######## design 1 ########
design_1/floorplan.png
Bar = 20 um. Pins as bars on the die edge.
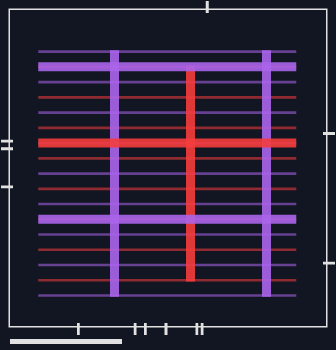

===== config.mk =====
export PLATFORM = sky130hd
export DESIGN_NAME = tt_mux_ctrl
export DESIGN_NICKNAME = d
export VERILOG_FILES = /design/src/rtl/tt_mux_ctrl.sv
export SDC_FILE = /design/constraint.sdc
export NUM_CORES = 1
export LEC_CHECK = 0
export CELL_PAD_IN_SITES_DETAIL_PLACEMENT = 0
export CELL_PAD_IN_SITES_GLOBAL_PLACEMENT = 1
export CORE_MARGIN = 5
export CORE_UTILIZATION = 37
export CTS_BUF_LIST = sky130_fd_sc_hd__clkbuf_16
export DETAILED_ROUTE_END_ITERATION = 10
export PLACE_DENSITY = 0.81
export SYNTH_ARGS = -nofsm -noshare
export SYNTH_HDL_FRONTEND = slang
export SYNTH_SLANG_ARGS = --single-unit

===== constraint.sdc =====
create_clock -name clk -period 1.6 [get_ports clk]
set_input_delay 0.32 -clock clk [delete_from_list [all_inputs] [get_ports clk]]
set_output_delay 0.32 -clock clk [all_outputs]
set_load 0.05 [all_outputs]

===== src/rtl/tt_mux_ctrl.sv =====
// Project-select mux controller: synchronizes pad strobes, steps a wrapping
// project address and gates proj_ena behind a settle window on every change.
module tt_mux_ctrl #(
    parameter int unsigned ADDR_W        = 5,
    parameter int unsigned NUM_PROJ      = 32,
    parameter int unsigned SYNC_STAGES   = 2,
    parameter int unsigned SETTLE_CYCLES = 4
) (
    input  logic              clk,
    input  logic              rst_n,
    input  logic              sel_rst_n,
    input  logic              sel_inc,
    input  logic              ena_req,
    output logic [ADDR_W-1:0] addr,
    output logic              proj_ena,
    output logic              settling
);

    localparam int unsigned CNT_W = (SETTLE_CYCLES > 1) ? $clog2(SETTLE_CYCLES) : 1;
    localparam logic [CNT_W-1:0]  CNT_LOAD  = CNT_W'(SETTLE_CYCLES - 1);
    localparam logic [ADDR_W-1:0] ADDR_LAST = ADDR_W'(NUM_PROJ - 1);

    typedef enum logic [1:0] {
        ST_DISABLED,
        ST_SETTLE,
        ST_ENABLED
    } state_e;

    logic [SYNC_STAGES-1:0] rst_sync_q;
    logic [SYNC_STAGES-1:0] inc_sync_q;
    logic [SYNC_STAGES-1:0] ena_sync_q;
    logic                   rst_prev_q;
    logic                   inc_prev_q;
    logic                   ena_prev_q;

    state_e            state_q, state_d;
    logic [CNT_W-1:0]  cnt_q, cnt_d;
    logic [ADDR_W-1:0] addr_q, addr_d;
    logic              proj_ena_q, proj_ena_d;
    logic              settling_q, settling_d;

    logic rst_s, inc_s, ena_s;
    logic inc_rise, ena_rise;
    logic enter_settle;

    assign rst_s    = rst_sync_q[SYNC_STAGES-1];
    assign inc_s    = inc_sync_q[SYNC_STAGES-1];
    assign ena_s    = ena_sync_q[SYNC_STAGES-1];
    assign inc_rise = inc_s & ~inc_prev_q;
    assign ena_rise = ena_s & ~ena_prev_q;

    // Synchronizer chains plus previous-value flops for edge detection.
    always_ff @(posedge clk or negedge rst_n) begin
        if (!rst_n) begin
            rst_sync_q <= '0;
            inc_sync_q <= '0;
            ena_sync_q <= '0;
            rst_prev_q <= 1'b0;
            inc_prev_q <= 1'b0;
            ena_prev_q <= 1'b0;
        end else begin
            rst_sync_q <= {rst_sync_q[SYNC_STAGES-2:0], sel_rst_n};
            inc_sync_q <= {inc_sync_q[SYNC_STAGES-2:0], sel_inc};
            ena_sync_q <= {ena_sync_q[SYNC_STAGES-2:0], ena_req};
            rst_prev_q <= rst_s;
            inc_prev_q <= inc_s;
            ena_prev_q <= ena_s;
        end
    end

    always_ff @(posedge clk or negedge rst_n) begin
        if (!rst_n) begin
            state_q    <= ST_DISABLED;
            cnt_q      <= '0;
            addr_q     <= '0;
            proj_ena_q <= 1'b0;
            settling_q <= 1'b0;
        end else begin
            state_q    <= state_d;
            cnt_q      <= cnt_d;
            addr_q     <= addr_d;
            proj_ena_q <= proj_ena_d;
            settling_q <= settling_d;
        end
    end

    // Held select-reset dominates; any address change (including the
    // release of select-reset) restarts the settle window.
    always_comb begin
        state_d      = state_q;
        cnt_d        = cnt_q;
        addr_d       = addr_q;
        enter_settle = 1'b0;

        if (!rst_s) begin
            state_d = ST_DISABLED;
            cnt_d   = '0;
            addr_d  = '0;
        end else if (!rst_prev_q) begin
            enter_settle = 1'b1;
        end else if (inc_rise) begin
            addr_d       = (addr_q == ADDR_LAST) ? '0 : addr_q + ADDR_W'(1);
            enter_settle = 1'b1;
        end else begin
            case (state_q)
                ST_SETTLE: begin
                    if (cnt_q == '0) begin
                        state_d = ena_s ? ST_ENABLED : ST_DISABLED;
                    end else begin
                        cnt_d = cnt_q - CNT_W'(1);
                    end
                end
                ST_DISABLED: begin
                    if (ena_rise) begin
                        enter_settle = 1'b1;
                    end
                end
                ST_ENABLED: begin
                    if (!ena_s) begin
                        state_d = ST_DISABLED;
                    end
                end
                default: state_d = ST_DISABLED;
            endcase
        end

        if (enter_settle) begin
            state_d = ST_SETTLE;
            cnt_d   = CNT_LOAD;
        end

        proj_ena_d = (state_d == ST_ENABLED);
        settling_d = (state_d == ST_SETTLE);
    end

    assign addr     = addr_q;
    assign proj_ena = proj_ena_q;
    assign settling = settling_q;

endmodule


######## design 2 ########
--- config.mk ---
export PLATFORM = sky130hd
export DESIGN_NAME = grid_move_engine
export DESIGN_NICKNAME = d
export VERILOG_FILES = /design/src/rtl/grid_move_engine.sv
export SDC_FILE = /design/constraint.sdc
export NUM_CORES = 1
export LEC_CHECK = 0
export ABC_AREA = 1
export CAP_MARGIN = 20
export CORE_AREA = 2 2 77 79
export DETAILED_ROUTE_END_ITERATION = 10
export DIE_AREA = 0 0 79 81
export GPL_ROUTABILITY_DRIVEN = 0
export PLACE_DENSITY = 0.79
export RECOVER_POWER = 50
export SETUP_SLACK_MARGIN = 0.05
export SLEW_MARGIN = 5
export SYNTH_ARGS = -nofsm -noshare
export SYNTH_HDL_FRONTEND = slang
export SYNTH_SLANG_ARGS = --single-unit
export TNS_END_PERCENT = 20
--- constraint.sdc ---
create_clock -name clk -period 2.4 [get_ports clk]
set_clock_uncertainty 0.2 [all_clocks]
set_input_delay 0.72 -clock clk [delete_from_list [all_inputs] [get_ports clk]]
set_output_delay 0.72 -clock clk [all_outputs]
set_load 0.02 [all_outputs]
--- src/rtl/grid_move_engine.sv ---
// Player-position engine for a tile grid. It resolves each accepted move by fetching the
// target tile from a synchronous map memory, then commits the move or reports a collision.
module grid_move_engine #(
    parameter int unsigned      COORD_W   = 5,
    parameter int unsigned      GRID_W    = 32,
    parameter int unsigned      GRID_H    = 32,
    parameter int unsigned      MAP_SEL_W = 2,
    parameter int unsigned      TILE_W    = 2,
    parameter logic [TILE_W-1:0] WALL_CODE = TILE_W'(1),
    parameter bit               WRAP      = 1'b0,
    parameter int unsigned      START_X   = 0,
    parameter int unsigned      START_Y   = 0,
    parameter int unsigned      COUNT_W   = 8
) (
    input  logic                           clk,
    input  logic                           resetn,
    input  logic                           move_valid,
    input  logic [2:0]                     move,
    input  logic [MAP_SEL_W-1:0]           map_sel,
    output logic                           move_ready,
    input  logic                           load_en,
    input  logic [COORD_W-1:0]             load_x,
    input  logic [COORD_W-1:0]             load_y,
    output logic                           tile_rd,
    output logic [MAP_SEL_W+2*COORD_W-1:0] tile_addr,
    input  logic [TILE_W-1:0]              tile_data,
    output logic [COORD_W-1:0]             pos_x,
    output logic [COORD_W-1:0]             pos_y,
    output logic                           done,
    output logic                           blocked,
    output logic [COUNT_W-1:0]             collision_count
);

    localparam logic [COORD_W-1:0] X_MAX   = COORD_W'(GRID_W - 1);
    localparam logic [COORD_W-1:0] Y_MAX   = COORD_W'(GRID_H - 1);
    localparam logic [COORD_W-1:0] X_START = COORD_W'(START_X);
    localparam logic [COORD_W-1:0] Y_START = COORD_W'(START_Y);

    localparam logic [2:0] MOVE_UP    = 3'd1;
    localparam logic [2:0] MOVE_DOWN  = 3'd2;
    localparam logic [2:0] MOVE_LEFT  = 3'd3;
    localparam logic [2:0] MOVE_RIGHT = 3'd4;

    typedef enum logic [1:0] {StIdle, StFetch, StCheck} state_t;

    // How a latched move gets resolved in CHECK.
    typedef enum logic [1:0] {KindNone, KindEdge, KindFetch} kind_t;

    state_t             state;
    kind_t              kind;
    kind_t              lat_kind;
    logic [COORD_W-1:0] tgt_x;
    logic [COORD_W-1:0] tgt_y;
    logic [COORD_W-1:0] lat_x;
    logic [COORD_W-1:0] lat_y;

    assign move_ready = (state == StIdle) && !load_en;

    // Target decode; a step off the grid either wraps or is flagged as an edge hit.
    always_comb begin
        tgt_x = pos_x;
        tgt_y = pos_y;
        kind  = KindFetch;
        case (move)
            MOVE_UP: begin
                if (pos_y == '0) begin
                    if (WRAP) tgt_y = Y_MAX;
                    else      kind  = KindEdge;
                end else begin
                    tgt_y = pos_y - 1'b1;
                end
            end
            MOVE_DOWN: begin
                if (pos_y >= Y_MAX) begin
                    if (WRAP) tgt_y = '0;
                    else      kind  = KindEdge;
                end else begin
                    tgt_y = pos_y + 1'b1;
                end
            end
            MOVE_LEFT: begin
                if (pos_x == '0) begin
                    if (WRAP) tgt_x = X_MAX;
                    else      kind  = KindEdge;
                end else begin
                    tgt_x = pos_x - 1'b1;
                end
            end
            MOVE_RIGHT: begin
                if (pos_x >= X_MAX) begin
                    if (WRAP) tgt_x = '0;
                    else      kind  = KindEdge;
                end else begin
                    tgt_x = pos_x + 1'b1;
                end
            end
            default: kind = KindNone;
        endcase
    end

    always_ff @(posedge clk or negedge resetn) begin
        if (!resetn) begin
            state           <= StIdle;
            lat_kind        <= KindNone;
            lat_x           <= '0;
            lat_y           <= '0;
            pos_x           <= X_START;
            pos_y           <= Y_START;
            done            <= 1'b0;
            blocked         <= 1'b0;
            tile_rd         <= 1'b0;
            tile_addr       <= '0;
            collision_count <= '0;
        end else begin
            done    <= 1'b0;
            tile_rd <= 1'b0;
            case (state)
                StIdle: begin
                    if (load_en) begin
                        pos_x <= load_x;
                        pos_y <= load_y;
                    end else if (move_valid) begin
                        lat_kind <= kind;
                        lat_x    <= tgt_x;
                        lat_y    <= tgt_y;
                        if (kind == KindFetch) begin
                            tile_rd   <= 1'b1;
                            tile_addr <= {map_sel, tgt_y, tgt_x};
                        end
                        state <= StFetch;
                    end
                end
                StFetch: state <= StCheck;
                StCheck: begin
                    done  <= 1'b1;
                    state <= StIdle;
                    case (lat_kind)
                        KindNone: blocked <= 1'b0;
                        KindEdge: begin
                            blocked <= 1'b1;
                            if (collision_count != '1) collision_count <= collision_count + 1'b1;
                        end
                        default: begin
                            if (tile_data == WALL_CODE) begin
                                blocked <= 1'b1;
                                if (collision_count != '1) begin
                                    collision_count <= collision_count + 1'b1;
                                end
                            end else begin
                                blocked <= 1'b0;
                                pos_x   <= lat_x;
                                pos_y   <= lat_y;
                            end
                        end
                    endcase
                end
                default: state <= StIdle;
            endcase
        end
    end

endmodule

######## design 3 ########
==> src/rtl/pixel_unpack_rgb.sv <==
// Streaming unpacker: 32-bit packed pixel words in, one (R,G,B) pixel per beat out.
// Handles RGB888/XRGB8888 (1 px/word) and RGB565/RGB444 (2 px/word, low half first).
module pixel_unpack_rgb #(
  parameter int unsigned CW        = 8,
  parameter bit          REPLICATE = 1'b1
) (
  input  logic          clk,
  input  logic          rst,
  input  logic [1:0]    fmt,
  input  logic          bgr_swap,
  input  logic [31:0]   in_data,
  input  logic          in_last,
  input  logic          in_valid,
  output logic          in_ready,
  output logic [CW-1:0] out_r,
  output logic [CW-1:0] out_g,
  output logic [CW-1:0] out_b,
  output logic          out_last,
  output logic          out_valid,
  input  logic          out_ready
);

  typedef enum logic [1:0] {EMPTY, P0, P1} state_t;

  state_t          state_q, state_d;
  logic [15:0]     hi_q, hi_d;
  logic [1:0]      fmt_q, fmt_d;
  logic            swap_q, swap_d;
  logic            last_q, last_d;
  logic [3*CW-1:0] pix_q, pix_d;
  logic            olast_q, olast_d;

  logic accept, consume, two_px_q, two_px_in;

  // Left-justify the n-bit field, then OR in copies shifted by n and 2n;
  // n >= 4 and CW <= 12 so three copies always cover the output width.
  function automatic logic [CW-1:0] expand(input logic [7:0] f, input int unsigned n);
    logic [11:0] lj, rep;
    lj  = {4'b0, f} << (12 - n);
    rep = REPLICATE ? (lj | (lj >> n) | (lj >> (2 * n))) : lj;
    return rep[11 -: CW];
  endfunction

  function automatic logic [3*CW-1:0] unpack(input logic [23:0] d, input logic [1:0] f,
                                             input logic sw);
    logic [CW-1:0] r, g, b;
    case (f)
      2'd1: begin
        r = expand({3'b0, d[15:11]}, 5);
        g = expand({2'b0, d[10:5]}, 6);
        b = expand({3'b0, d[4:0]}, 5);
      end
      2'd2: begin
        r = expand({4'b0, d[11:8]}, 4);
        g = expand({4'b0, d[7:4]}, 4);
        b = expand({4'b0, d[3:0]}, 4);
      end
      default: begin
        r = expand(d[23:16], 8);
        g = expand(d[15:8], 8);
        b = expand(d[7:0], 8);
      end
    endcase
    return sw ? {b, g, r} : {r, g, b};
  endfunction

  assign two_px_q  = fmt_q[1] ^ fmt_q[0];
  assign two_px_in = fmt[1] ^ fmt[0];

  assign out_valid = (state_q != EMPTY);
  assign in_ready  = ~rst & ((state_q == EMPTY) |
                             (out_ready & (state_q == P0) & ~two_px_q) |
                             (out_ready & (state_q == P1)));
  assign accept    = in_valid & in_ready;
  assign consume   = out_valid & out_ready;

  always_comb begin
    state_d = state_q;
    hi_d    = hi_q;
    fmt_d   = fmt_q;
    swap_d  = swap_q;
    last_d  = last_q;
    pix_d   = pix_q;
    olast_d = olast_q;
    if (accept) begin
      state_d = P0;
      hi_d    = in_data[31:16];
      fmt_d   = fmt;
      swap_d  = bgr_swap;
      last_d  = in_last;
      pix_d   = unpack(in_data[23:0], fmt, bgr_swap);
      olast_d = in_last & ~two_px_in;
    end else if (consume) begin
      if ((state_q == P0) && two_px_q) begin
        state_d = P1;
        pix_d   = unpack({8'b0, hi_q}, fmt_q, swap_q);
        olast_d = last_q;
      end else begin
        state_d = EMPTY;
        olast_d = 1'b0;
      end
    end
  end

  always_ff @(posedge clk or posedge rst) begin
    if (rst) begin
      state_q <= EMPTY;
      hi_q    <= '0;
      fmt_q   <= '0;
      swap_q  <= 1'b0;
      last_q  <= 1'b0;
      pix_q   <= '0;
      olast_q <= 1'b0;
    end else begin
      state_q <= state_d;
      hi_q    <= hi_d;
      fmt_q   <= fmt_d;
      swap_q  <= swap_d;
      last_q  <= last_d;
      pix_q   <= pix_d;
      olast_q <= olast_d;
    end
  end

  assign out_r    = pix_q[3*CW-1 -: CW];
  assign out_g    = pix_q[2*CW-1 -: CW];
  assign out_b    = pix_q[CW-1:0];
  assign out_last = olast_q;

endmodule
==> config.mk <==
export PLATFORM = sky130hd
export DESIGN_NAME = pixel_unpack_rgb
export DESIGN_NICKNAME = d
export VERILOG_FILES = /design/src/rtl/pixel_unpack_rgb.sv
export SDC_FILE = /design/constraint.sdc
export NUM_CORES = 1
export LEC_CHECK = 0
export ABC_AREA = 1
export CORE_UTILIZATION = 55
export DETAILED_ROUTE_END_ITERATION = 8
export GPL_TIMING_DRIVEN = 1
export PLACE_DENSITY = 0.85
export REMOVE_ABC_BUFFERS = 1
export SYNTH_ARGS = -nofsm -noshare
export SYNTH_HDL_FRONTEND = slang
export SYNTH_SLANG_ARGS = --single-unit
==> constraint.sdc <==
create_clock -name clk -period 3.19 [get_ports clk]
set_input_delay 0.4785 -clock clk [delete_from_list [all_inputs] [get_ports clk]]
set_output_delay 0.4785 -clock clk [all_outputs]
set_load 0.02 [all_outputs]
design_3/clock_nets.png
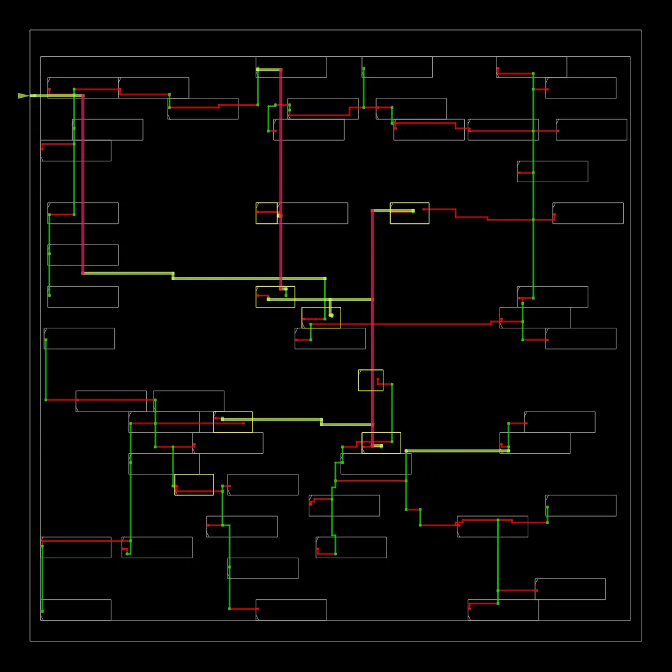
setup skew after layout: 0.01215 ns
clock tree sinks: 47
Latency at later pin: 0.31 ns

==> impl_metrics.yaml, design 3 <==
# yosys + openroad results
synthesis:
  yosys_cells: 544
  area_leaders: "dfrtp_1 (35%), nand2_1 (31%), nand3_1 (16%)"
  muxShareOfSynthArea: 0
drt:
  route.met3.wl_um: 790
  num_vias: 3747
final_layout:
  comb_share: 0.4565
  final_util: 0.7195
  regMostFlops: "pix_q"
  layout_top_cell: "nand2_1"
  ff_latch_area_sq_um: 1176
timing:
  fmax_mhz: 359.5
  setup-violations-final: 0
power_and_ir_drop:
  max-vdd-ir-drop_v: 0.0005364
  pwr-share-comb: 0.579
cts:
  cts_made_buffers: 5
  post_cts_resize_count: 0
  clk_pin_slew_ns: 0.09
  cts-htree-levels: 2
setup_path:
  criticalPathCategory: "reg -> out"
  worstSetupEndpointType: "primary output"
  cpMaxStageDelayCell: "clkdlybuf4s50_1"
  cp-startpoint: "fmt_q[0]$_DFFE_PP0P_"
status:
  status: "complete, no violations"
placement:
  dpl_cell_area_sq_um: 3960
  place_inst: 658
hold_path:
  whs_endpoint: "hi_q[12]$_DFFE_PP0P_"
design_1/clock_nets.png
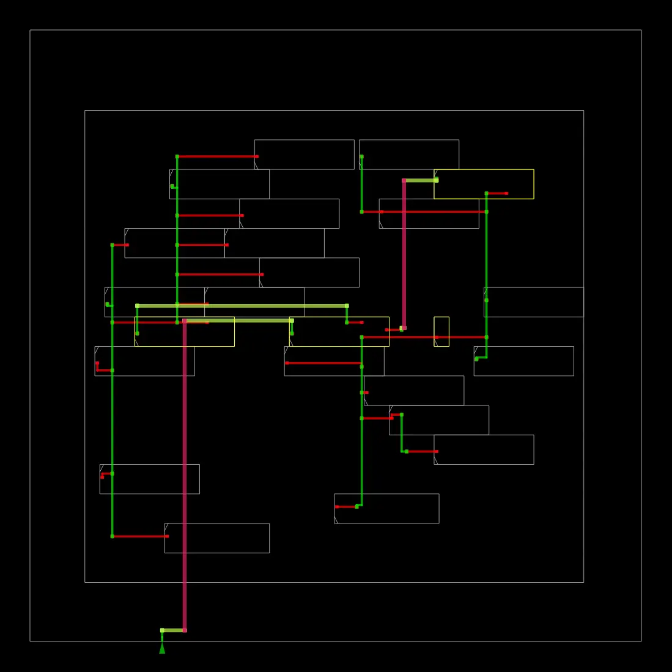
setup skew after layout: 0.001028 ns
P_clk: 506 uW
Num CTS Buffers: 3
Layout clock buffers: 3

Notes on design_1/floorplan.png above:
VSS -> purple
VDD -> red
met5 straps = 3
met4 straps = 3
rows = 16
signal pins = 12
met1 rails = 17

==> impl_metrics.yaml, design 1 <==
# yosys + openroad results
setup_path:
  regToRegSetupSlack_ns: 0.02
  crit_fanout: 5
synthesis:
  netlist_area_sq_um: 795.8
  ys_sh_xor: 0.01101
  common_cells: "dfrtp_1 (20), o21a_1 (4), ha_1 (3), mux2i_1 (3), nor2_1 (3)"
final_layout:
  comb_share: 0.2822
  drive_gt1_frac: 0.3117
  area_delta_synth_final_pct: 41.51
  final-nonclk-buf-share: 0.1644
power_and_ir_drop:
  seqPwrFrac: 0.473
  pg_seq_uw: 545
  p_comb_uw: 101
status:
  status: "complete, no violations"
timing:
  setup-violations-final: 0
placement:
  dp_slack_ns: 0.01669
drt:
  postRouteAntennaNets: 0
job:
  log.warning_count: 28
design_2/clock_nets.png
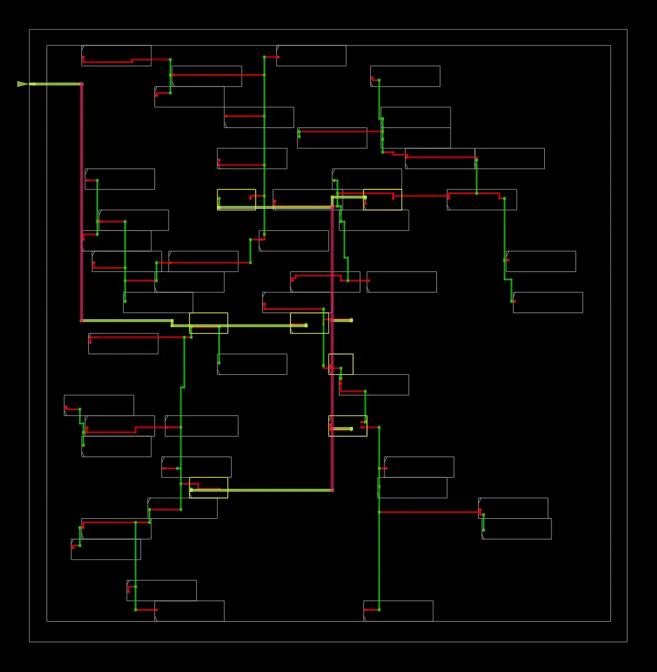
Latency at later pin: 0.31 ns
Layout clock buffers: 6

design_2/layers.png
Bar = 20 um. Only two layers are drawn.
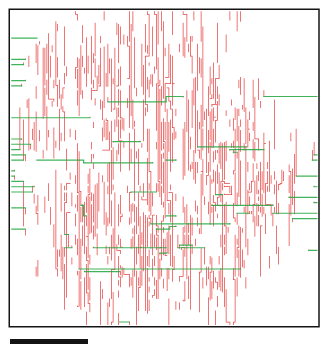
M3 -> green  # wire length 354 um
M2 -> red  # wire length 3,520 um

==> impl_metrics.yaml, design 2 <==
# yosys + openroad results
power_and_ir_drop:
  pwr-share-comb: 0.429
  internal-power_uw: 1785
cts:
  hold_buffers: 0
  cts_setup_buffers: 0
timing:
  finalWorstSetupSlack_ns: 0.1039
  worstMarginPinSlew_ns: 1.062
  period_minus_slack_ns: 2.296
  fmax_mhz: 435.5
  finalHoldViolCount: 0
setup_path:
  crit_fanout: 7
synthesis:
  common_cells: "nand2_1 (139), dfrtp_1 (47), nand3_1 (34)"
  synth_flops: 47
  logic_family: "simple AND/OR/NAND/NOR gates"
  yosys_most_used_dff: "dfrtp_1"
  syn_nets: 403
  synth.cellmix.simpleShare: 0.3746
drt:
  drtPass1Iterations: 4
placement:
  port_buffers: 54
final_layout:
  regMostFlops: "tile_addr"
  clk_share: 0.02541
floorplan:
  ios: 55
job:
  log.warning_count: 29
status:
  status: "complete, no violations"
hold_path:
  hp-class: "reg -> reg"
grt:
  grt_max_degree: 21


==> notes/layouts.md <==
Pictures saved along the way, in no particular order.

Placed cells, one color a class.
Fill, decap, tap and diode cells in gray.
(a)
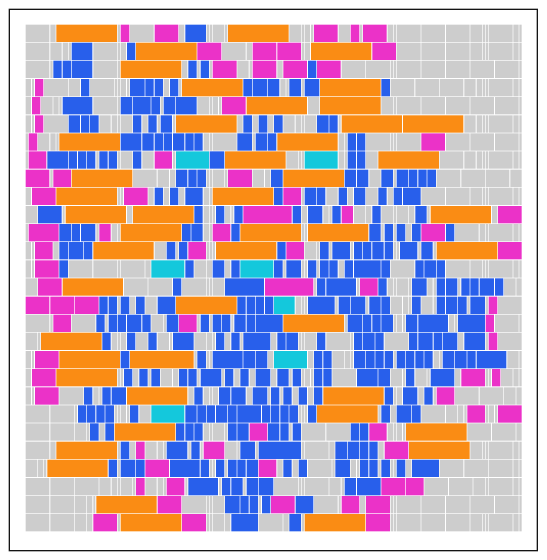
(b)
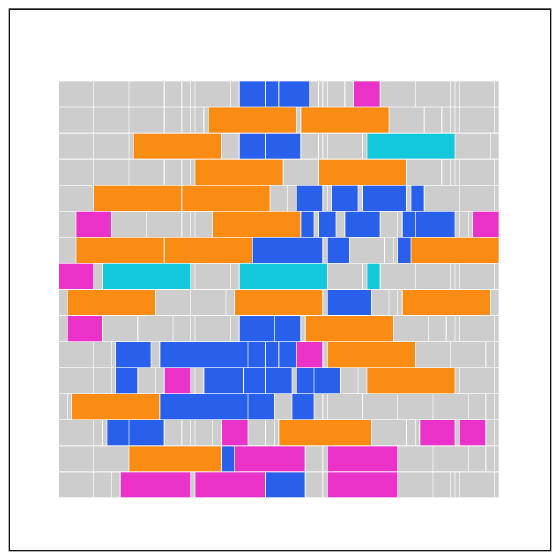
(c)
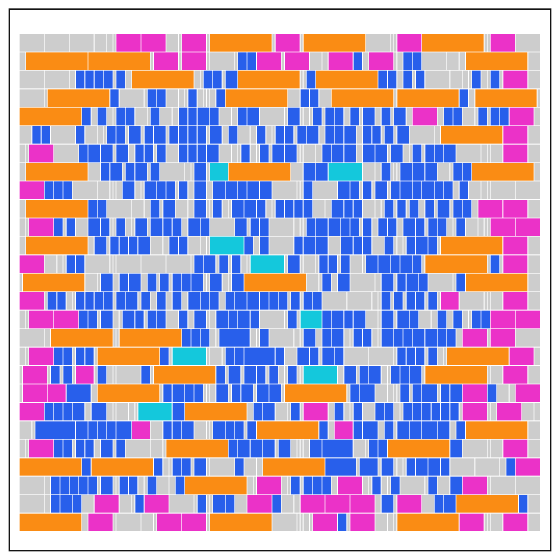
Design 3 is (c).
Design 2 is (a).
Design 1 is (b).
Of these, fewest sequential cells: (b)
Of these, fewest cells: (b)

Key to (a):
remaining buffers and delay cells -> magenta  # cells 76
remaining logic cells -> blue  # cells 319
registers -> orange  # cells 47
clock drivers and dummy loads -> cyan  # cells 7

Power is estimated from default activity; no workload was simulated.
